=== block 1 ===
block_1/sizing.png
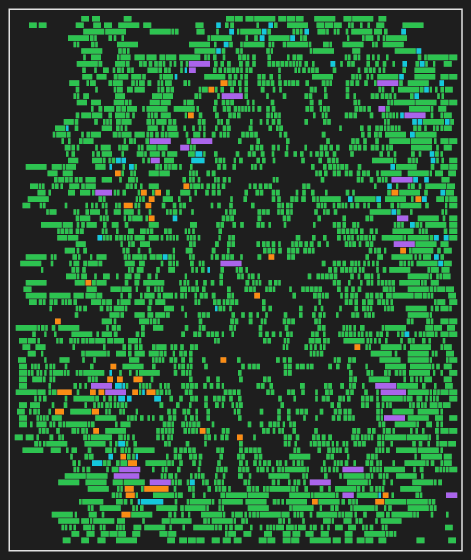

==> src/rtl/riscv_v_mask_chunk_seq.sv <==
// riscv_v_mask_chunk_seq
//   Fetches one vector mask register per instruction and streams per-element
//   enable chunks to the lane datapath. vstart, vl (clamped to VLEN) and the
//   vm (unmasked) bit are folded in here, so lanes receive final enables.
//
// Ports:
//   clk, rst_n            clock, asynchronous active-low reset
//   req_valid/req_ready   instruction request handshake (ready only in IDLE)
//   req_vm                1 = unmasked, the mask register is not read
//   req_mask_addr         mask register to fetch
//   req_vstart, req_vl    first active element, vector length
//   rf_rd_addr            mask RF read address (registered)
//   rf_rd_data            mask RF read data, RF_RD_LAT cycles after address
//   out_valid/out_ready   enable beat handshake
//   out_en                element enables, bit i = element out_idx+i
//   out_idx               base element index of the beat
//   out_last              final beat of the instruction
//   busy                  sequencer is not idle
module riscv_v_mask_chunk_seq #(
  parameter int VLEN      = 128,
  parameter int CHUNK_W   = 8,
  parameter int RF_RD_LAT = 0,
  parameter int ADDR_W    = 5,
  parameter int CNT_W     = $clog2(VLEN + 1)
) (
  input  logic              clk,
  input  logic              rst_n,
  input  logic              req_valid,
  output logic              req_ready,
  input  logic              req_vm,
  input  logic [ADDR_W-1:0] req_mask_addr,
  input  logic [CNT_W-1:0]  req_vstart,
  input  logic [CNT_W-1:0]  req_vl,
  output logic [ADDR_W-1:0] rf_rd_addr,
  input  logic [VLEN-1:0]   rf_rd_data,
  output logic              out_valid,
  input  logic              out_ready,
  output logic [CHUNK_W-1:0] out_en,
  output logic [CNT_W-1:0]  out_idx,
  output logic              out_last,
  output logic              busy
);

  localparam int IDX_W = $clog2(VLEN);
  localparam logic [CNT_W-1:0] VLEN_C     = CNT_W'(VLEN);
  localparam logic [CNT_W-1:0] CHUNK_C    = CNT_W'(CHUNK_W);
  localparam logic [1:0]       FETCH_LAST = 2'(RF_RD_LAT);

  typedef enum logic [1:0] {
    IDLE   = 2'd0,
    FETCH  = 2'd1,
    STREAM = 2'd2
  } state_t;

  // Enables for one beat starting at element 'base'.
  function automatic logic [CHUNK_W-1:0] beat_en(
    input logic [CNT_W-1:0] base,
    input logic [CNT_W-1:0] vstart,
    input logic [CNT_W-1:0] vl,
    input logic             vm,
    input logic [VLEN-1:0]  mask
  );
    logic [CHUNK_W-1:0] en;
    logic [CNT_W-1:0]   e;
    en = {CHUNK_W{1'b0}};
    for (int i = 0; i < CHUNK_W; i++) begin
      e = base + CNT_W'(i);
      // e < vl <= VLEN guards the truncated mask index
      en[i] = (e >= vstart) && (e < vl) && (vm || mask[e[IDX_W-1:0]]);
    end
    return en;
  endfunction

  // A beat is last when the next base would reach or pass vl.
  function automatic logic beat_last(
    input logic [CNT_W-1:0] base,
    input logic [CNT_W-1:0] vl
  );
    logic [CNT_W:0] nxt;
    nxt = {1'b0, base} + {1'b0, CHUNK_C};
    return nxt >= {1'b0, vl};
  endfunction

  state_t              state_r, next_state_s;
  logic                vm_r;
  logic [CNT_W-1:0]    vstart_r, vl_r, base_r;
  logic [VLEN-1:0]     mask_r;
  logic [1:0]          fetch_cnt_r;
  logic [ADDR_W-1:0]   rf_rd_addr_r;
  logic                out_valid_r, out_last_r, busy_r, req_ready_r;
  logic [CHUNK_W-1:0]  out_en_r;
  logic [CNT_W-1:0]    out_idx_r;

  logic [CNT_W-1:0]    vl_eff_s, base_init_s;
  logic                accept_s, req_empty_s, xfer_s, fetch_done_s;
  logic                load_beat_s, beat_vm_s, beat_last_s;
  logic [CNT_W-1:0]    beat_base_s, beat_vstart_s, beat_vl_s;
  logic [VLEN-1:0]     beat_mask_s;
  logic [CHUNK_W-1:0]  beat_en_s;

  assign vl_eff_s     = (req_vl > VLEN_C) ? VLEN_C : req_vl;
  assign base_init_s  = req_vstart - (req_vstart % CHUNK_C);
  assign accept_s     = req_valid && (state_r == IDLE);
  assign req_empty_s  = (req_vstart >= vl_eff_s);
  assign xfer_s       = out_valid_r && out_ready;
  assign fetch_done_s = (state_r == FETCH) && (fetch_cnt_r == FETCH_LAST);

  // Next state and selection of the beat to present on the next cycle.
  // The first masked beat is built straight from rf_rd_data so it can be
  // registered on the same edge that captures the mask buffer.
  always_comb begin
    next_state_s  = state_r;
    load_beat_s   = 1'b0;
    beat_base_s   = base_r;
    beat_vstart_s = vstart_r;
    beat_vl_s     = vl_r;
    beat_vm_s     = vm_r;
    beat_mask_s   = mask_r;
    case (state_r)
      IDLE: begin
        if (accept_s && !req_empty_s) begin
          if (req_vm) begin
            next_state_s  = STREAM;
            load_beat_s   = 1'b1;
            beat_base_s   = base_init_s;
            beat_vstart_s = req_vstart;
            beat_vl_s     = vl_eff_s;
            beat_vm_s     = 1'b1;
          end else begin
            next_state_s = FETCH;
          end
        end else begin
          next_state_s = IDLE;
        end
      end
      FETCH: begin
        if (fetch_done_s) begin
          next_state_s = STREAM;
          load_beat_s  = 1'b1;
          beat_mask_s  = rf_rd_data;
        end else begin
          next_state_s = FETCH;
        end
      end
      STREAM: begin
        if (xfer_s) begin
          if (out_last_r) begin
            next_state_s = IDLE;
          end else begin
            load_beat_s = 1'b1;
            beat_base_s = base_r + CHUNK_C;
          end
        end else begin
          next_state_s = STREAM;
        end
      end
      default: begin
        next_state_s = IDLE;
      end
    endcase
  end

  assign beat_en_s   = beat_en(beat_base_s, beat_vstart_s, beat_vl_s, beat_vm_s, beat_mask_s);
  assign beat_last_s = beat_last(beat_base_s, beat_vl_s);

  // State register plus registered status decoded from the next state.
  always_ff @(posedge clk or negedge rst_n) begin
    if (!rst_n) begin
      state_r     <= IDLE;
      busy_r      <= 1'b0;
      req_ready_r <= 1'b1;
    end else begin
      state_r     <= next_state_s;
      busy_r      <= (next_state_s != IDLE);
      req_ready_r <= (next_state_s == IDLE);
    end
  end

  // Request latches, beat base, fetch counter and mask buffer.
  always_ff @(posedge clk or negedge rst_n) begin
    if (!rst_n) begin
      vm_r         <= 1'b0;
      vstart_r     <= {CNT_W{1'b0}};
      vl_r         <= {CNT_W{1'b0}};
      base_r       <= {CNT_W{1'b0}};
      fetch_cnt_r  <= 2'd0;
      rf_rd_addr_r <= {ADDR_W{1'b0}};
      mask_r       <= {VLEN{1'b0}};
    end else if (accept_s) begin
      vm_r         <= req_vm;
      vstart_r     <= req_vstart;
      vl_r         <= vl_eff_s;
      base_r       <= base_init_s;
      fetch_cnt_r  <= 2'd0;
      rf_rd_addr_r <= req_mask_addr;
    end else begin
      if (load_beat_s) begin
        base_r <= beat_base_s;
      end
      if (state_r == FETCH) begin
        fetch_cnt_r <= fetch_cnt_r + 2'd1;
      end
      if (fetch_done_s) begin
        mask_r <= rf_rd_data;
      end
    end
  end

  // Output beat register: loads a new beat, drops valid after the last
  // transfer, and holds everything while stalled.
  always_ff @(posedge clk or negedge rst_n) begin
    if (!rst_n) begin
      out_valid_r <= 1'b0;
      out_en_r    <= {CHUNK_W{1'b0}};
      out_idx_r   <= {CNT_W{1'b0}};
      out_last_r  <= 1'b0;
    end else if (load_beat_s) begin
      out_valid_r <= 1'b1;
      out_en_r    <= beat_en_s;
      out_idx_r   <= beat_base_s;
      out_last_r  <= beat_last_s;
    end else if (xfer_s) begin
      out_valid_r <= 1'b0;
    end
  end

  assign req_ready  = req_ready_r;
  assign busy       = busy_r;
  assign rf_rd_addr = rf_rd_addr_r;
  assign out_valid  = out_valid_r;
  assign out_en     = out_en_r;
  assign out_idx    = out_idx_r;
  assign out_last   = out_last_r;

endmodule

==> config.mk <==
export PLATFORM = sky130hd
export DESIGN_NAME = riscv_v_mask_chunk_seq
export DESIGN_NICKNAME = d
export VERILOG_FILES = /design/src/rtl/riscv_v_mask_chunk_seq.sv
export SDC_FILE = /design/constraint.sdc
export NUM_CORES = 1
export LEC_CHECK = 0
export ABC_AREA = 1
export CORE_ASPECT_RATIO = 1.2
export CORE_MARGIN = 1.5
export CORE_UTILIZATION = 40
export DETAILED_ROUTE_END_ITERATION = 12
export MAX_ROUTING_LAYER = met4
export PLACE_DENSITY = 0.68
export SYNTH_ARGS = -nofsm -noshare
export SYNTH_HDL_FRONTEND = slang
export SYNTH_SLANG_ARGS = --single-unit
==> constraint.sdc <==
create_clock -name clk -period 10.6 [get_ports clk]
set_input_delay 2.12 -clock clk [delete_from_list [all_inputs] [get_ports clk]]
set_output_delay 2.12 -clock clk [all_outputs]
set_load 0.01 [all_outputs]
=== block 2 ===
===== src/rtl/bridge_pkg.sv =====
// -----------------------------------------------------------------------------
// bridge_pkg
//   Shared definitions for the AHB-lite to APB2 bridge:
//     - AHB transfer-type and response encodings
//     - APB state machine state enum
//     - slave address windows (base/limit) and one-hot select encodings
//     - helper to recognise transfers that carry a request (NONSEQ/SEQ)
// -----------------------------------------------------------------------------
package bridge_pkg;

    // AHB transfer types
    localparam logic [1:0] HTRANS_IDLE   = 2'b00;
    localparam logic [1:0] HTRANS_BUSY   = 2'b01;
    localparam logic [1:0] HTRANS_NONSEQ = 2'b10;
    localparam logic [1:0] HTRANS_SEQ    = 2'b11;

    // AHB response; the bridge never signals anything but OKAY
    localparam logic [1:0] HRESP_OKAY    = 2'b00;

    // APB access state machine
    typedef enum logic [1:0] {
        ST_IDLE   = 2'b00,
        ST_SETUP  = 2'b01,
        ST_ENABLE = 2'b10
    } apb_state_e;

    // Number of APB slaves behind the bridge
    localparam int NUM_SLV = 3;

    // Address windows, index i drives Pselx[i]. Windows are inclusive.
    localparam logic [NUM_SLV-1:0][31:0] SLV_BASE = {
        32'h8800_0000,
        32'h8400_0000,
        32'h8000_0000
    };
    localparam logic [NUM_SLV-1:0][31:0] SLV_LIMIT = {
        32'h8BFF_FFFF,
        32'h87FF_FFFF,
        32'h83FF_FFFF
    };

    // One-hot select encodings
    localparam logic [NUM_SLV-1:0] SEL_NONE = 3'b000;
    localparam logic [NUM_SLV-1:0] SEL_S0   = 3'b001;
    localparam logic [NUM_SLV-1:0] SEL_S1   = 3'b010;
    localparam logic [NUM_SLV-1:0] SEL_S2   = 3'b100;

    // A transfer carries a request only when it is NONSEQ or SEQ.
    function automatic logic is_active_trans(input logic [1:0] htrans);
        return (htrans == HTRANS_NONSEQ) || (htrans == HTRANS_SEQ);
    endfunction

endpackage


===== src/rtl/bridge_apb_fsm.sv =====
// -----------------------------------------------------------------------------
// bridge_apb_fsm
//   APB2 master state machine. A one-cycle 'start' pulse in IDLE launches a
//   fixed two-cycle SETUP/ENABLE access; ENABLE always returns to IDLE since
//   APB2 has no wait states. All APB outputs come straight from flops.
//
// Ports
//   clk        in   clock
//   rst_n      in   synchronous reset, active low
//   start      in   launch an access (only honoured in IDLE)
//   addr       in   access address, captured on launch
//   write      in   access direction, captured on launch
//   sel        in   one-hot slave select, captured on launch
//   wdata      in   write data, captured on launch of a write
//   fsm_idle   out  state machine is IDLE
//   fsm_enable out  state machine is in the ENABLE cycle
//   pselx      out  one-hot APB select (zero in IDLE)
//   paddr      out  APB address (holds last value in IDLE)
//   pwrite     out  APB direction (holds last value in IDLE)
//   penable    out  APB enable
//   pwdata     out  APB write data (holds last value in IDLE and for reads)
// -----------------------------------------------------------------------------
module bridge_apb_fsm
    import bridge_pkg::*;
#(
    parameter int ADDR_W = 32,
    parameter int DATA_W = 32
) (
    input  logic               clk,
    input  logic               rst_n,
    input  logic               start,
    input  logic [ADDR_W-1:0]  addr,
    input  logic               write,
    input  logic [NUM_SLV-1:0] sel,
    input  logic [DATA_W-1:0]  wdata,
    output logic               fsm_idle,
    output logic               fsm_enable,
    output logic [NUM_SLV-1:0] pselx,
    output logic [ADDR_W-1:0]  paddr,
    output logic               pwrite,
    output logic               penable,
    output logic [DATA_W-1:0]  pwdata
);

    apb_state_e         state_q,   state_d;
    logic [NUM_SLV-1:0] pselx_q,   pselx_d;
    logic [ADDR_W-1:0]  paddr_q,   paddr_d;
    logic               pwrite_q,  pwrite_d;
    logic               penable_q, penable_d;
    logic [DATA_W-1:0]  pwdata_q,  pwdata_d;

    always_ff @(posedge clk) begin
        if (!rst_n) begin
            state_q   <= ST_IDLE;
            pselx_q   <= SEL_NONE;
            paddr_q   <= '0;
            pwrite_q  <= 1'b0;
            penable_q <= 1'b0;
            pwdata_q  <= '0;
        end else begin
            state_q   <= state_d;
            pselx_q   <= pselx_d;
            paddr_q   <= paddr_d;
            pwrite_q  <= pwrite_d;
            penable_q <= penable_d;
            pwdata_q  <= pwdata_d;
        end
    end

    // Next-state and next-output logic. The outputs are computed one cycle
    // ahead so that in SETUP/ENABLE the registered P* signals already show
    // the access belonging to that state.
    always_comb begin
        state_d   = state_q;
        pselx_d   = pselx_q;
        paddr_d   = paddr_q;
        pwrite_d  = pwrite_q;
        penable_d = 1'b0;
        pwdata_d  = pwdata_q;

        unique case (state_q)
            ST_IDLE: begin
                pselx_d = SEL_NONE;
                if (start) begin
                    state_d  = ST_SETUP;
                    pselx_d  = sel;
                    paddr_d  = addr;
                    pwrite_d = write;
                    // Reads leave the write-data bus untouched.
                    if (write) begin
                        pwdata_d = wdata;
                    end
                end
            end
            ST_SETUP: begin
                state_d   = ST_ENABLE;
                penable_d = 1'b1;
            end
            ST_ENABLE: begin
                state_d = ST_IDLE;
                pselx_d = SEL_NONE;
            end
            default: begin
                state_d = ST_IDLE;
                pselx_d = SEL_NONE;
            end
        endcase
    end

    assign fsm_idle   = (state_q == ST_IDLE);
    assign fsm_enable = (state_q == ST_ENABLE);
    assign pselx      = pselx_q;
    assign paddr      = paddr_q;
    assign pwrite     = pwrite_q;
    assign penable    = penable_q;
    assign pwdata     = pwdata_q;

endmodule


===== src/rtl/bridge_top.sv =====
// -----------------------------------------------------------------------------
// bridge_top
//   AHB-lite slave to APB2 master bridge, single clock. Holds one AHB request
//   (address phase result), decodes it to one of three APB slaves, runs one
//   APB SETUP/ENABLE access per request and stalls the AHB data phase with
//   Hreadyout while the APB side is busy. Writes are posted: the data phase
//   completes as soon as the APB access is launched. Reads complete in the
//   ENABLE cycle of their own access with Prdata passed straight through.
//
// Ports
//   Hclk       in   clock for both sides
//   Hresetn    in   synchronous reset, active low
//   Hwrite     in   AHB direction (address phase)
//   Hreadyin   in   AHB ready from fabric; gates acceptance
//   Htrans     in   AHB transfer type
//   Haddr      in   AHB address (address phase)
//   Hwdata     in   AHB write data (data phase)
//   Prdata     in   APB read data
//   Hreadyout  out  AHB ready; 0 inserts a wait state
//   Hresp      out  AHB response, always OKAY
//   Hrdata     out  AHB read data, zero outside a read ENABLE cycle
//   Pselx      out  one-hot APB select
//   Paddr      out  APB address
//   Pwrite     out  APB direction
//   Penable    out  APB enable
//   Pwdata     out  APB write data
// -----------------------------------------------------------------------------
module bridge_top
    import bridge_pkg::*;
#(
    parameter int ADDR_W = 32,
    parameter int DATA_W = 32
) (
    input  logic               Hclk,
    input  logic               Hresetn,
    input  logic               Hwrite,
    input  logic               Hreadyin,
    input  logic [1:0]         Htrans,
    input  logic [ADDR_W-1:0]  Haddr,
    input  logic [DATA_W-1:0]  Hwdata,
    input  logic [DATA_W-1:0]  Prdata,
    output logic               Hreadyout,
    output logic [1:0]         Hresp,
    output logic [DATA_W-1:0]  Hrdata,
    output logic [NUM_SLV-1:0] Pselx,
    output logic [ADDR_W-1:0]  Paddr,
    output logic               Pwrite,
    output logic               Penable,
    output logic [DATA_W-1:0]  Pwdata
);

    // -------------------------------------------------------------------------
    // Address decode: one comparator pair per slave window.
    // -------------------------------------------------------------------------
    logic [NUM_SLV-1:0] dec_sel;

    for (genvar gi = 0; gi < NUM_SLV; gi++) begin : g_dec
        assign dec_sel[gi] = (Haddr >= ADDR_W'(SLV_BASE[gi])) &&
                             (Haddr <= ADDR_W'(SLV_LIMIT[gi]));
    end

    // -------------------------------------------------------------------------
    // Request register: the transfer currently in its data phase.
    // -------------------------------------------------------------------------
    logic               req_valid_q, req_valid_d;
    logic [ADDR_W-1:0]  req_addr_q,  req_addr_d;
    logic               req_write_q, req_write_d;
    logic [NUM_SLV-1:0] req_sel_q,   req_sel_d;

    logic fsm_idle;
    logic fsm_enable;
    logic accept;
    logic apb_start;

    // Data-phase ready.
    //   - no request in data phase: ready, so a new address can be taken
    //   - posted write or unmapped access: completes once the APB side is idle
    //   - mapped read: completes in the ENABLE cycle of its own access. While
    //     a read is pending nothing else can be launched, so any ENABLE cycle
    //     with Pwrite=0 must belong to it; an ENABLE of an earlier posted
    //     write (Pwrite=1) keeps the read waiting.
    always_comb begin
        Hreadyout = 1'b1;
        if (req_valid_q) begin
            if (req_write_q || (req_sel_q == SEL_NONE)) begin
                Hreadyout = fsm_idle;
            end else begin
                Hreadyout = fsm_enable && !Pwrite;
            end
        end
    end

    assign accept = Hreadyin && Hreadyout && is_active_trans(Htrans);

    // A completing data phase frees the register for the next address phase
    // in the same cycle; otherwise the request is held.
    always_comb begin
        req_valid_d = req_valid_q;
        req_addr_d  = req_addr_q;
        req_write_d = req_write_q;
        req_sel_d   = req_sel_q;
        if (Hreadyout) begin
            req_valid_d = accept;
            if (accept) begin
                req_addr_d  = Haddr;
                req_write_d = Hwrite;
                req_sel_d   = dec_sel;
            end
        end
    end

    always_ff @(posedge Hclk) begin
        if (!Hresetn) begin
            req_valid_q <= 1'b0;
            req_addr_q  <= '0;
            req_write_q <= 1'b0;
            req_sel_q   <= SEL_NONE;
        end else begin
            req_valid_q <= req_valid_d;
            req_addr_q  <= req_addr_d;
            req_write_q <= req_write_d;
            req_sel_q   <= req_sel_d;
        end
    end

    // Launch the APB access for a mapped request as soon as the APB side is
    // idle. For a write this is the completing data-phase cycle, so Hwdata is
    // valid here. For a read the request stays pending, and since the FSM
    // leaves IDLE immediately it is launched only once.
    assign apb_start = req_valid_q && (req_sel_q != SEL_NONE) && fsm_idle;

    bridge_apb_fsm #(
        .ADDR_W (ADDR_W),
        .DATA_W (DATA_W)
    ) u_apb_fsm (
        .clk        (Hclk),
        .rst_n      (Hresetn),
        .start      (apb_start),
        .addr       (req_addr_q),
        .write      (req_write_q),
        .sel        (req_sel_q),
        .wdata      (Hwdata),
        .fsm_idle   (fsm_idle),
        .fsm_enable (fsm_enable),
        .pselx      (Pselx),
        .paddr      (Paddr),
        .pwrite     (Pwrite),
        .penable    (Penable),
        .pwdata     (Pwdata)
    );

    // Read data is forwarded combinationally only in a read ENABLE cycle.
    assign Hrdata = (fsm_enable && !Pwrite) ? Prdata : '0;
    assign Hresp  = HRESP_OKAY;

endmodule


===== config.mk =====
export PLATFORM = sky130hd
export DESIGN_NAME = bridge_top
export DESIGN_NICKNAME = d
export VERILOG_FILES = /design/src/rtl/bridge_pkg.sv /design/src/rtl/bridge_apb_fsm.sv /design/src/rtl/bridge_top.sv
export SDC_FILE = /design/constraint.sdc
export NUM_CORES = 1
export LEC_CHECK = 0
export CELL_PAD_IN_SITES_DETAIL_PLACEMENT = 0
export CELL_PAD_IN_SITES_GLOBAL_PLACEMENT = 1
export CORE_MARGIN = 2
export CORE_UTILIZATION = 31
export DETAILED_ROUTE_END_ITERATION = 8
export PLACE_DENSITY = 0.92
export SYNTH_ARGS = -nofsm -noshare
export SYNTH_HDL_FRONTEND = slang
export SYNTH_SLANG_ARGS = --single-unit

===== constraint.sdc =====
create_clock -name Hclk -period 4.7 [get_ports Hclk]
set_clock_uncertainty 0.15 [all_clocks]
set_input_delay 0.47 -clock Hclk [delete_from_list [all_inputs] [get_ports Hclk]]
set_output_delay 0.47 -clock Hclk [all_outputs]
set_load 0.02 [all_outputs]

=== block 3 ===
$ cat src/rtl/tawas_pkg.sv
// tawas_pkg: shared sizes and the write-request record for the Tawas register file
package tawas_pkg;
  localparam int NUM_SLICES = 2;
  localparam int NUM_REGS = 8;
  localparam int REG_SEL_W = 3;
  localparam int DATA_W = 32;
  typedef struct packed {
    logic vld;
    logic slice;
    logic [REG_SEL_W-1:0] sel;
    logic [DATA_W-1:0] data;
  } wr_req_t;
endpackage

$ cat src/rtl/tawas_scoreboard.sv
// tawas_scoreboard: per-slice load busy bits and issue stall; TAWAS_REGFILE_BYPASS_EN lets a same-cycle load return hide its busy bit
module tawas_scoreboard import tawas_pkg::*; (
  input logic CLK,
  input logic RST,
  input logic slice,
  input logic [REG_SEL_W-1:0] ra_sel,
  input logic [REG_SEL_W-1:0] rb_sel,
  input logic set_vld,
  input logic set_slice,
  input logic [REG_SEL_W-1:0] set_sel,
  input logic clr_vld,
  input logic clr_slice,
  input logic [REG_SEL_W-1:0] clr_sel,
  output logic stall
);
  localparam int N = NUM_SLICES * NUM_REGS;
  logic [N-1:0] busy, set_mask, clr_mask, eff;
  assign set_mask = N'(set_vld) << {set_slice, set_sel};
  assign clr_mask = N'(clr_vld) << {clr_slice, clr_sel};
  // Set is applied after clear so a fresh load to a returning register stays outstanding
  always_ff @(posedge CLK or posedge RST)
    if (RST) busy <= '0;
    else busy <= (busy & ~clr_mask) | set_mask;
`ifdef TAWAS_REGFILE_BYPASS_EN
  assign eff = busy & ~clr_mask;
`else
  assign eff = busy;
`endif
  assign stall = eff[{slice, ra_sel}] | eff[{slice, rb_sel}];
endmodule

$ cat src/rtl/tawas_regfile.sv
// tawas_regfile: 2 slices x 8 regs banked register file with AU/LS write-back and load scoreboard
// Define TAWAS_REGFILE_BYPASS_EN to forward same-cycle write data to the read ports
module tawas_regfile import tawas_pkg::*; #(
  parameter int DATA_W = 32,
  parameter logic [DATA_W-1:0] RESET_VAL = '0
) (
  input logic CLK,
  input logic RST,
  input logic SLICE,
  input logic [REG_SEL_W-1:0] AU_RA_SEL,
  output logic [DATA_W-1:0] AU_RA,
  input logic [REG_SEL_W-1:0] AU_RB_SEL,
  output logic [DATA_W-1:0] AU_RB,
  input logic AU_RC_VLD,
  input logic [REG_SEL_W-1:0] AU_RC_SEL,
  input logic [DATA_W-1:0] AU_RC,
  input logic LS_LD_ISSUE,
  input logic LS_LD_SLICE,
  input logic [REG_SEL_W-1:0] LS_LD_SEL,
  input logic LS_RC_VLD,
  input logic LS_RC_SLICE,
  input logic [REG_SEL_W-1:0] LS_RC_SEL,
  input logic [DATA_W-1:0] LS_RC,
  output logic RF_STALL,
  output logic RF_CONFLICT
);
  logic [DATA_W-1:0] bank [NUM_SLICES][NUM_REGS];
  logic slice_d1, conflict;
  wr_req_t au, ls;
  // AU results land one cycle after issue, so they belong to the previous slice
  assign au = '{vld: AU_RC_VLD, slice: slice_d1, sel: AU_RC_SEL, data: AU_RC};
  assign ls = '{vld: LS_RC_VLD, slice: LS_RC_SLICE, sel: LS_RC_SEL, data: LS_RC};
  assign conflict = au.vld && ls.vld && au.slice == ls.slice && au.sel == ls.sel;
  always_ff @(posedge CLK or posedge RST)
    if (RST) begin
      slice_d1 <= 1'b0;
      RF_CONFLICT <= 1'b0;
      for (int s = 0; s < NUM_SLICES; s++)
        for (int r = 0; r < NUM_REGS; r++)
          bank[s][r] <= RESET_VAL;
    end else begin
      slice_d1 <= SLICE;
      RF_CONFLICT <= conflict;
      if (ls.vld && !conflict) bank[ls.slice][ls.sel] <= ls.data;
      if (au.vld) bank[au.slice][au.sel] <= au.data;
    end
`ifdef TAWAS_REGFILE_BYPASS_EN
  logic au_a, au_b, ls_a, ls_b;
  assign au_a = au.vld && au.slice == SLICE && au.sel == AU_RA_SEL;
  assign au_b = au.vld && au.slice == SLICE && au.sel == AU_RB_SEL;
  assign ls_a = ls.vld && ls.slice == SLICE && ls.sel == AU_RA_SEL;
  assign ls_b = ls.vld && ls.slice == SLICE && ls.sel == AU_RB_SEL;
  assign AU_RA = au_a ? au.data : ls_a ? ls.data : bank[SLICE][AU_RA_SEL];
  assign AU_RB = au_b ? au.data : ls_b ? ls.data : bank[SLICE][AU_RB_SEL];
`else
  assign AU_RA = bank[SLICE][AU_RA_SEL];
  assign AU_RB = bank[SLICE][AU_RB_SEL];
`endif
  tawas_scoreboard u_sb (
    .CLK(CLK),
    .RST(RST),
    .slice(SLICE),
    .ra_sel(AU_RA_SEL),
    .rb_sel(AU_RB_SEL),
    .set_vld(LS_LD_ISSUE),
    .set_slice(LS_LD_SLICE),
    .set_sel(LS_LD_SEL),
    .clr_vld(LS_RC_VLD),
    .clr_slice(LS_RC_SLICE),
    .clr_sel(LS_RC_SEL),
    .stall(RF_STALL)
  );
endmodule

$ cat config.mk
export PLATFORM = sky130hd
export DESIGN_NAME = tawas_regfile
export DESIGN_NICKNAME = d
export VERILOG_FILES = /design/src/rtl/tawas_pkg.sv /design/src/rtl/tawas_scoreboard.sv /design/src/rtl/tawas_regfile.sv
export SDC_FILE = /design/constraint.sdc
export NUM_CORES = 2
export LEC_CHECK = 0
export CAP_MARGIN = 20
export CORE_MARGIN = 3
export CORE_UTILIZATION = 45
export DETAILED_ROUTE_END_ITERATION = 7
export PLACE_DENSITY = 0.68
export REMOVE_ABC_BUFFERS = 1
export SYNTH_ARGS = -nofsm -noshare
export SYNTH_HDL_FRONTEND = slang
export SYNTH_SLANG_ARGS = --single-unit
$ cat constraint.sdc
create_clock -name CLK -period 55 [get_ports CLK]
set_input_delay 8.25 -clock CLK [delete_from_list [all_inputs] [get_ports CLK]]
set_output_delay 8.25 -clock CLK [all_outputs]
set_load 0.01 [all_outputs]
=== block 4 ===
File: config.mk
export PLATFORM = sky130hd
export DESIGN_NAME = wallace_mult_pipe
export DESIGN_NICKNAME = d
export VERILOG_FILES = /design/src/rtl/wallace_mult_pipe_pkg.sv /design/src/rtl/wallace_csa_row.sv /design/src/rtl/wallace_mult_pipe.sv
export SDC_FILE = /design/constraint.sdc
export NUM_CORES = 1
export LEC_CHECK = 0
export ABC_CLOCK_PERIOD_IN_PS = 3600
export CAP_MARGIN = 10
export CORE_MARGIN = 10
export CORE_UTILIZATION = 60
export CTS_BUF_LIST = sky130_fd_sc_hd__clkbuf_2
export DETAILED_ROUTE_END_ITERATION = 16
export PLACE_DENSITY = 0.82
export SLEW_MARGIN = 0
export SYNTH_ARGS = -nofsm -noshare
export SYNTH_HDL_FRONTEND = slang
export SYNTH_SLANG_ARGS = --single-unit
File: constraint.sdc
create_clock -name clk -period 3.6 [get_ports clk]
set_input_delay 0.72 -clock clk [delete_from_list [all_inputs] [get_ports clk]]
set_output_delay 0.72 -clock clk [all_outputs]
set_load 0.03 [all_outputs]
File: src/rtl/wallace_mult_pipe_pkg.sv
// Shared definitions for the pipelined Wallace-tree multiplier: operand
// mode encoding plus elaboration-time helpers that size the reduction tree.
package wallace_mult_pipe_pkg;

  typedef enum logic {
    MODE_UNSIGNED = 1'b0,
    MODE_SIGNED   = 1'b1
  } mode_e;

  // Rows left after 'lvl' levels of 3:2 compression, starting from r0 rows.
  // Every full group of three rows becomes two; leftover rows pass through.
  function automatic int unsigned tree_rows(int unsigned r0, int unsigned lvl);
    int unsigned r = r0;
    for (int unsigned k = 0; k < lvl; k++) begin
      r = 2 * (r / 3) + (r % 3);
    end
    return r;
  endfunction

  // Number of compression levels needed to reach two rows.
  function automatic int unsigned tree_levels(int unsigned r0);
    int unsigned r = r0;
    int unsigned n = 0;
    while (r > 2) begin
      r = 2 * (r / 3) + (r % 3);
      n++;
    end
    return n;
  endfunction

  // Baugh-Wooley correction constant: ones at bit WIDTH and bit 2*WIDTH-1.
  function automatic bit bw_corr_bit(int unsigned width, int unsigned pos);
    return (pos == width) || (pos == 2 * width - 1);
  endfunction

endpackage

File: src/rtl/wallace_csa_row.sv
// One row of N 3:2 compressors. The carry row is already weighted (shifted
// left by one); the carry out of the top bit is dropped, as the product is
// only defined modulo 2^N.
module wallace_csa_row #(
  parameter int unsigned N = 8
) (
  input  logic [N-1:0] a_i,
  input  logic [N-1:0] b_i,
  input  logic [N-1:0] c_i,
  output logic [N-1:0] sum_o,
  output logic [N-1:0] carry_o
);

  assign sum_o   = a_i ^ b_i ^ c_i;
  assign carry_o = {(a_i[N-2:0] & b_i[N-2:0]) |
                    (a_i[N-2:0] & c_i[N-2:0]) |
                    (b_i[N-2:0] & c_i[N-2:0]), 1'b0};

endmodule

File: src/rtl/wallace_mult_pipe.sv
// Pipelined Wallace-tree multiplier with valid/ready handshakes and a
// per-transaction signed/unsigned mode. Stages: S1 operands, optional S2
// carry-save rows, S3 final sum. The whole pipe advances or holds as one.
module wallace_mult_pipe
  import wallace_mult_pipe_pkg::*;
#(
  parameter int unsigned WIDTH    = 8,
  parameter int unsigned TREE_REG = 1
) (
  input  logic                 clk,
  input  logic                 rst,
  input  logic                 in_valid,
  output logic                 in_ready,
  input  logic [WIDTH-1:0]     multiplicand,
  input  logic [WIDTH-1:0]     multiplier,
  input  logic                 signed_mode,
  output logic                 out_valid,
  input  logic                 out_ready,
  output logic [2*WIDTH-1:0]   product
);

  localparam int unsigned PROD_W = 2 * WIDTH;
  // WIDTH partial-product rows plus one row for the signed correction constant.
  localparam int unsigned R0     = WIDTH + 1;
  localparam int unsigned NLVL   = tree_levels(R0);

  logic              advance;
  logic              v1_q;
  logic [WIDTH-1:0]  a1_q;
  logic [WIDTH-1:0]  b1_q;
  mode_e             m1_q;
  logic              is_signed;

  logic [PROD_W-1:0] pp_rows [R0];
  logic [PROD_W-1:0] corr_row;
  logic [PROD_W-1:0] tree_sum;
  logic [PROD_W-1:0] tree_carry;

  logic              cpa_valid;
  logic [PROD_W-1:0] cpa_sum;
  logic [PROD_W-1:0] cpa_carry;

  logic              out_valid_q;
  logic [PROD_W-1:0] product_q;
  logic [PROD_W-1:0] product_d;

  assign advance  = !out_valid_q || out_ready;
  assign in_ready = advance;

  // S1: capture operands and mode on accept; valid bit tracks bubbles.
  always_ff @(posedge clk or posedge rst) begin
    if (rst) begin
      v1_q <= 1'b0;
      a1_q <= '0;
      b1_q <= '0;
      m1_q <= MODE_UNSIGNED;
    end else if (advance) begin
      v1_q <= in_valid;
      if (in_valid) begin
        a1_q <= multiplicand;
        b1_q <= multiplier;
        m1_q <= signed_mode ? MODE_SIGNED : MODE_UNSIGNED;
      end
    end
  end

  assign is_signed = (m1_q == MODE_SIGNED);

  // Partial products; in signed mode the terms pairing exactly one operand
  // MSB with a non-MSB bit are inverted (Baugh-Wooley).
  for (genvar i = 0; i < WIDTH; i++) begin : g_pp
    logic [WIDTH-1:0] bits;
    for (genvar j = 0; j < WIDTH; j++) begin : g_bit
      localparam bit INV = ((i == WIDTH - 1) != (j == WIDTH - 1));
      assign bits[j] = (a1_q[j] & b1_q[i]) ^ (is_signed & INV);
    end
    assign pp_rows[i] = PROD_W'(bits) << i;
  end

  for (genvar p = 0; p < PROD_W; p++) begin : g_corr
    localparam bit CB = bw_corr_bit(WIDTH, p);
    assign corr_row[p] = is_signed & CB;
  end
  assign pp_rows[WIDTH] = corr_row;

  // Wallace reduction: each level compresses groups of three rows to two.
  for (genvar l = 0; l < NLVL; l++) begin : g_lvl
    localparam int unsigned RI = tree_rows(R0, l);
    localparam int unsigned RO = tree_rows(R0, l + 1);
    localparam int unsigned G  = RI / 3;
    logic [PROD_W-1:0] rows_in  [RI];
    logic [PROD_W-1:0] rows_out [RO];

    if (l == 0) begin : g_src
      assign rows_in = pp_rows;
    end else begin : g_src
      assign rows_in = g_lvl[l-1].rows_out;
    end

    for (genvar g = 0; g < G; g++) begin : g_csa
      wallace_csa_row #(.N(PROD_W)) u_row (
        .a_i     (rows_in[3*g]),
        .b_i     (rows_in[3*g+1]),
        .c_i     (rows_in[3*g+2]),
        .sum_o   (rows_out[2*g]),
        .carry_o (rows_out[2*g+1])
      );
    end

    for (genvar k = 0; k < RI - 3 * G; k++) begin : g_pass
      assign rows_out[2*G+k] = rows_in[3*G+k];
    end
  end

  assign tree_sum   = g_lvl[NLVL-1].rows_out[0];
  assign tree_carry = g_lvl[NLVL-1].rows_out[1];

  if (TREE_REG != 0) begin : g_tree_reg
    logic              v2_q;
    logic [PROD_W-1:0] sum2_q;
    logic [PROD_W-1:0] carry2_q;

    // S2: register the two carry-save rows ahead of the final adder.
    always_ff @(posedge clk or posedge rst) begin
      if (rst) begin
        v2_q     <= 1'b0;
        sum2_q   <= '0;
        carry2_q <= '0;
      end else if (advance) begin
        v2_q <= v1_q;
        if (v1_q) begin
          sum2_q   <= tree_sum;
          carry2_q <= tree_carry;
        end
      end
    end

    assign cpa_valid = v2_q;
    assign cpa_sum   = sum2_q;
    assign cpa_carry = carry2_q;
  end else begin : g_tree_comb
    assign cpa_valid = v1_q;
    assign cpa_sum   = tree_sum;
    assign cpa_carry = tree_carry;
  end

  // Final carry-propagate add; carry out of the top bit is discarded.
  assign product_d = cpa_sum + cpa_carry;

  // S3: output register; product only updates when a valid result lands.
  always_ff @(posedge clk or posedge rst) begin
    if (rst) begin
      out_valid_q <= 1'b0;
      product_q   <= '0;
    end else if (advance) begin
      out_valid_q <= cpa_valid;
      if (cpa_valid) begin
        product_q <= product_d;
      end
    end
  end

  assign out_valid = out_valid_q;
  assign product   = product_q;

endmodule


==> gallery <==
Local utilization.
shot_01.png
Bar = 100 µm. 28 x 28 tiles, from dark blue (low) to red (high), 0 to 100% covered.
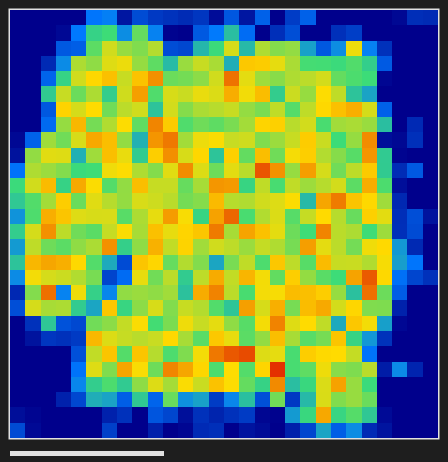
shot_02.png
Bar = 50 µm. 19 x 23 tiles, from dark blue (low) to red (high), 0 to 100% covered.
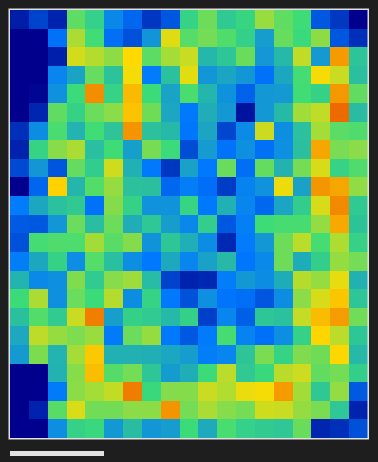
shot_03.png
Bar = 20 µm. 11 x 11 tiles, from dark blue (low) to red (high), 0 to 100% covered.
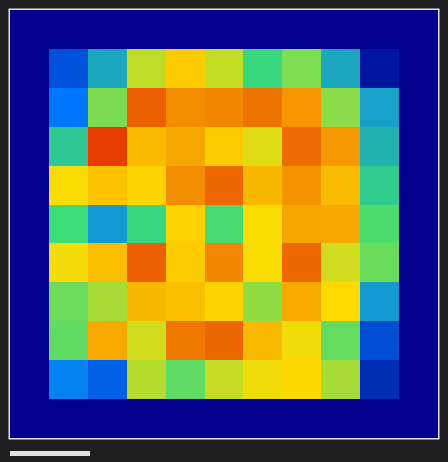
shot_04.png
Bar = 20 µm. 12 x 12 tiles, from dark blue (low) to red (high), 0 to 100% covered.
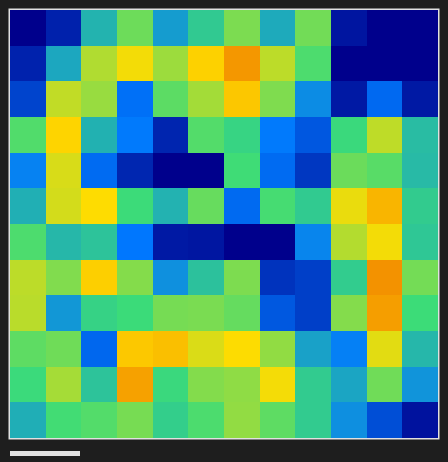
- highest utilization: shot_03.png
- largest die: shot_01.png
shot_03.png: block 4
shot_01.png: block 3
shot_02.png: block 1
shot_04.png: block 2

Key to shot_03.png:
tiles over 75% full	31%
mean over tiles	44%
nearly empty tiles	33%

block_4/route_heat.png
Bar = 20 µm. 21 x 21 tiles, from dark blue (low) to red (high), scaled to the fullest tile. Values are wire area over tile area, all layers added.
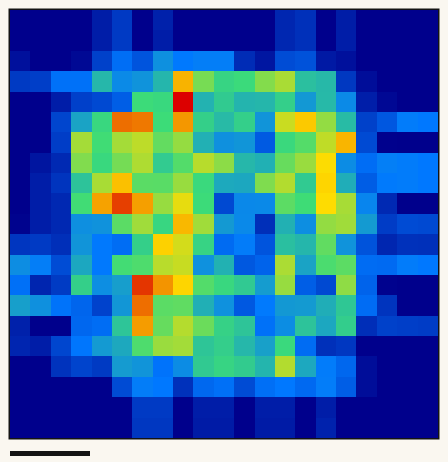
mean over tiles	0.12
nearly empty tiles	25%
emptiest ninth of the die	bottom right
vias: 2,900
routed length per placed instance: 15.9 µm
final WL: 8590 µm

==> summary.txt, block 4 <==
Notes from the flow run.

Timing:
- The run puts the final hold violation count at 0.
- The run gives the post-layout worst setup margin as 407 ps.
- In the final report, the number of pins over their slew limit comes to 0.
- The run puts the number of failing setup endpoints in the final timing report at 0.
- Summed over all failing endpoints, the final setup total negative slack is 0 ps.
- Setup repair after global routing left no endpoint under its margin.

CTS:
- The run gives the number of buffers between clock root and the deepest sink as 2.
- The run puts the register clock-pin slew on the reported worst setup and hold paths at 190 ps.
- The run gives the number of clock sinks as 63.
- The run puts the post-CTS resize count at 0.

Setup path:
- The cell family contributing the most delay on the critical path is adder cells.
- The launch point of the critical path was reported as a1_q[2].
- Among the stages of the critical path, the cell type that occurs most often is fa_1.
- The largest single stage delay on the critical path is 540 ps.
- The run gives the count of cell instances traversed by the critical path as 8.

Logic synthesis:
- The commonest cells after synthesis are dfrtp_1 (63), nand2_1 (48), inv_1 (45).
- The run gives the number of synthesized register bits as 63.
- The run gives the post-synthesis adder-cell area fraction as 0.261.
- The run gives the synthesized netlist cell count as 401.
- In this run, synthesis inferred 0 flip-flops with an integrated enable.

Global routing:
- The run gives the maximum number of pins on one net before global-route repair as 51.

Final layout:
- The run puts the post-layout instance count excluding filler cells at 541.
- The run puts the final-layout non-clock buffer area share at 0.0811.
- The repair_antennas step left the layout with diodes totalling 0.
- The run puts the fill cell total of the finished layout at 567.
- The run puts the utilization after layout at 0.698.
- The run puts the post-route standard cell area excluding fillers at 0.00506 mm².
- Of all the cell area in the finished design, the clock network holds 0.0240.
- The top cell type in the final layout, fill and taps aside, is dfrtp_1.
- The run puts the fraction of final layout cells with drive strength greater than 1 at 0.0860.

Run:
- Max-cap violations in this run came to 0.

Route:
- The pre-antenna-repair detailed-routing pass consisted of 4 iterations.
- In this run the remaining antenna-violating nets after routing total 0.
- The run gives the detail-routed via count per cell as 5.36.

Placement:
- The run gives the half-perimeter wire length after placement as 6610 µm.
- The run gives the count of buffers inserted at the top-level ports as 38.

Power:
- The run gives the proportion of total power due to net switching as 0.452.
- The run gives the clock group power as 0.000476 W.

Outcome:
- The run finished with clean final reports.
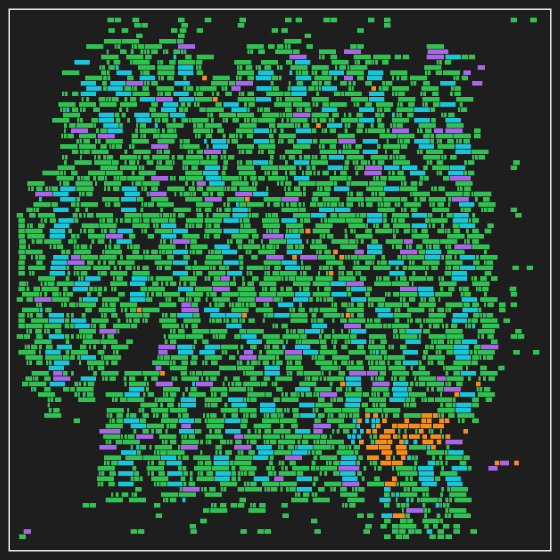
block_3/sizing.png
colour	size	cells	share
cyan	x2	305	10%
purple	x6 and larger	90	3.0%
green	x1 and smaller	2,550	85%
orange	x3 and x4	68	2.3%

==> summary.txt, block 3 <==
Notes from the flow run.

Setup path:
- The run gives the type of destination of the critical path as an output port.
- The run gives the kind of cell adding the most delay to the critical path as buffers and inverters.
- The report lists the cells along the critical path as buf_8 -> buf_4 -> buf_4 -> mux4_2 -> nor2b_1 -> a211oi_1 -> a21oi_1 -> clkdlybuf4s50_1.
- The run gives the capture point of the critical path as AU_RB[0].
- The run gives the source of the critical timing path as SLICE.

CTS:
- The run gives the number of setup buffers added after CTS as 0.
- The run gives the post-CTS resize count as 0.

Power:
- The run puts the power consumed by sequential cells at 0.000568 W.

Worst hold path:
- Hold analysis shows the worst path with a depth of 2.
- The run gives the worst hold path startpoint as u_sb.busy[14].

Logic synthesis:
- The run puts the post-synthesis adder-cell area fraction at 0.
- Of the synthesized area, sequential elements account for 0.397.
- The run gives the Yosys warning count as 0.
- The cell-mix breakdown from Yosys lists the compound-gate area share as 0.112.
- The run puts the simple logic cell fraction of the synthesized area at 0.0789.

Die:
- After floorplanning, the core was divided into 99 placement rows.

Global routing:
- The run puts the met1 capacity usage during global routing at 0.339.
- The run puts the global routing usage on met2 at 0.421.

Final layout:
- The run puts the number of nets in the final layout at 3,049.
- The layout has 87 clock buffers.
- In the final layout, the registers with the most flip-flops are bank x512, u_sb.busy x16.

Timing:
- Hold is met by 542 ps.
- The run puts the maximum clock rate at 49.9 MHz.

Route:
- The run puts the detail-routed via count per cell at 6.08.
- The run puts the total number of vias at 24.2k.
- The pre-antenna-repair detailed-routing pass consisted of 7 iterations.

Run:
- The number of maximum-capacitance violations recorded for the run is 0.

Outcome:
- The run finished with clean final reports.
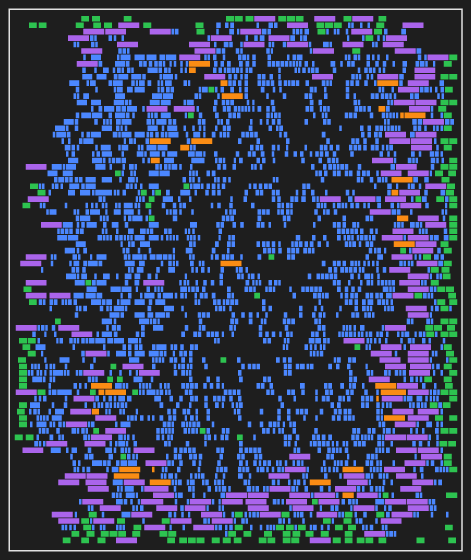
block_1/class_map.png
colour	class	cells
green	remaining buffers and delay cells	206
purple	registers	182
orange	clock drivers and dummy loads	32
blue	remaining logic cells	2,321
fraction of standard cell area that is sequential: 0.234
# rows: 82
post-route cell area: 0.0195 mm²
Core Box Area: 0.0418 mm²

block_1/route_heat.png
Bar = 50 µm. 19 x 23 tiles, from dark blue (low) to red (high), scaled to the fullest tile. Values are wire area over tile area, all layers added.
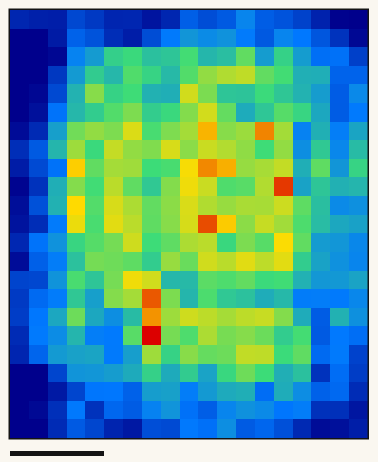
emptiest ninth of the die	bottom left
fullest tile	0.75
densest ninth of the die	middle

## Picture notes: block_1/sizing.png
colour	size	cells	share
cyan	x2	69	2.5%
purple	x6 and larger	27	0.99%
orange	x3 and x4	43	1.6%
green	x1 and smaller	2,602	95%
number of buffers other than clock buffers in the final layout: 206
post-synthesis to final-layout area growth: 15.3%
slack of the critical path: 3070 ps

==> summary.txt, block 1 <==
Notes from the flow run.

Power:
- Summed over all nets, the switching power comes to 0.00324 W.
- The run gives the clock group power as 0.000672 W.
- The group that draws the most power in this run is combinational cells.
- The run puts the largest vdd supply drop at 0.156 mV.

Final layout:
- The run gives the number of sequential cells as 182.
- Once layout is complete, the cells apart from fillers number 3,288.
- The run gives the fraction of final layout cells with drive strength greater than 1 as 0.0507.
- Looking at the area split, the leading class of cells is multi-input combinational cells.
- The run puts the sequential cell area at 0.00456 mm².
- The library cell used most frequently in the layout, excluding fill and tap cells, is nand3_1.

Logic synthesis:
- Measured against the total synthesized area, the mux share comes to 0.
- The run gives the number of different library cells in the post-synthesis netlist as 50.
- The run gives the top-area cell type share of the netlist area as 0.268.
- The run gives the combined area of all synthesized cells as 0.0169 mm².

Placement:
- The run gives the count of buffers inserted at the top-level ports as 178.
- The run gives the global placement routability congestion as 1.04.
- The run puts the total placed cells including tap cells at 3,255.

Route:
- The run gives the remaining routing DRC violations as 0.
- The run gives the wire length per cell after detailed routing as 22.5 µm.

Die:
- For this design the top-level I/O count stands at 179.
- According to the floorplan report, the total die area is 0.0435 mm².

Run:
- The run puts the number of max-cap violations at 1.

Outcome:
- The flow ran to the end, but the final reports show violations.
- The final reports fail on max-capacitance violations.

Setup path:
- All stages included, the depth of the critical timing path comes to 26.
- STA classifies the critical path endpoint as a register.

Worst hold path:
- The report gives the cell count of the worst hold path as 2.
- The run gives the worst hold path startpoint as rf_rd_addr[3].

CTS:
- The run puts the H-tree depth at 4.
block_2/class_map.png
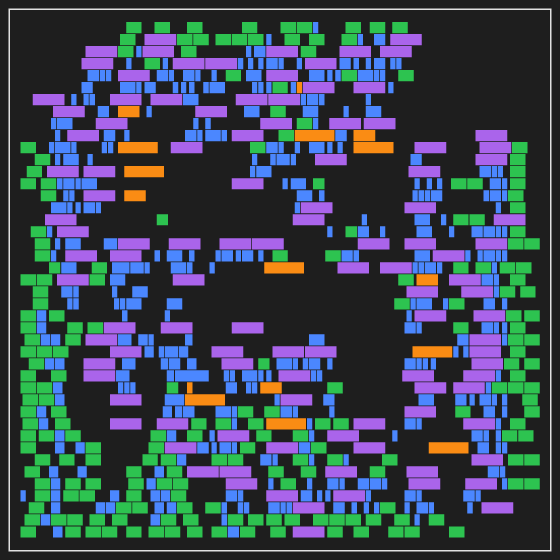
colour	class	cells
purple	registers	108
blue	remaining logic cells	358
orange	clock drivers and dummy loads	16
green	remaining buffers and delay cells	207

==> summary.txt, block 2 <==
Notes from the flow run.

Outcome:
- The run finished with clean final reports.

Power:
- The clock network consumes a total of 0.000744 W.

Logic synthesis:
- For this run, the number of Yosys warnings is 0.
- The run puts the post-synthesis adder-cell area fraction at 0.
- Yosys reported that registers with async set or reset make up 0.

Route:
- The run gives the detail-routed via count per cell as 4.48.
- The run puts the count of antenna-violating nets left after detailed routing at 0.
- The run puts the total length of routed met3 wires at 640 µm.
- The run gives the wire length per cell after detailed routing as 13.1 µm.

Final layout:
- The post-route utilization of the core is recorded as 0.489.
- The run gives the highest-count logic cell in the final layout as clkdlybuf4s50_1.
- The run gives the cell class with the largest area share as flip-flops and latches.

Global routing:
- The run gives the number of antenna violations at the first check in global routing as 0.
- On met3, the global router reports a usage of 0.0307.

Setup path:
- Counting buffers and inverters, the worst setup path is 4 cells deep.
- The run puts the data arrival time of the critical path at 2250 ps.
- The run gives the slack of the worst reg-to-reg path as 2070 ps.
- The OpenROAD report gives the critical path a required time of 4080 ps.

CTS:
- The run puts the register clock-pin slew on the reported worst setup and hold paths at 70 ps.


==> gallery <==
Routing congestion.
Plate I
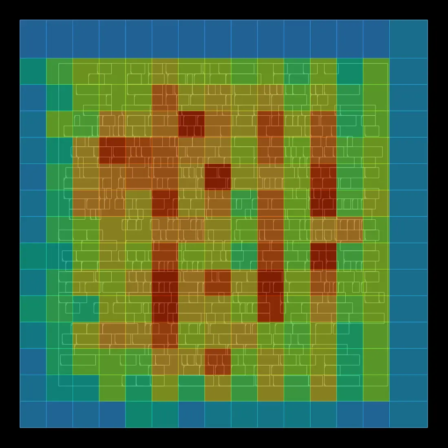
Plate II
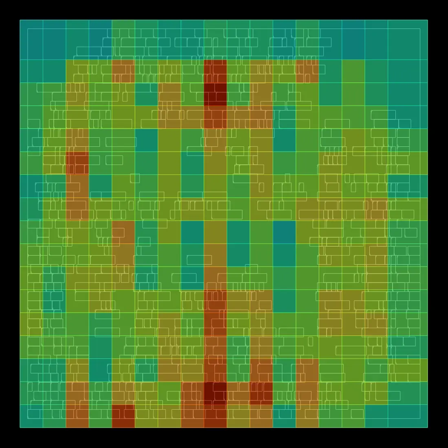
Plate III
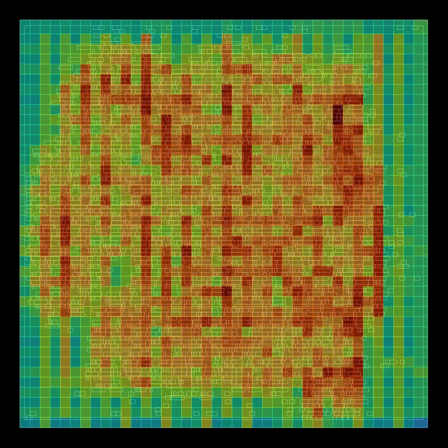
Plate IV
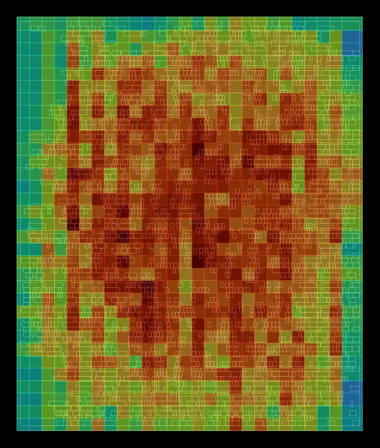
- Plate II = block 2
- Plate IV = block 1
- Plate III = block 3
- Plate I = block 4
- highest utilization: Plate I

No activity file was given, so power comes from the tool's default toggle rates.
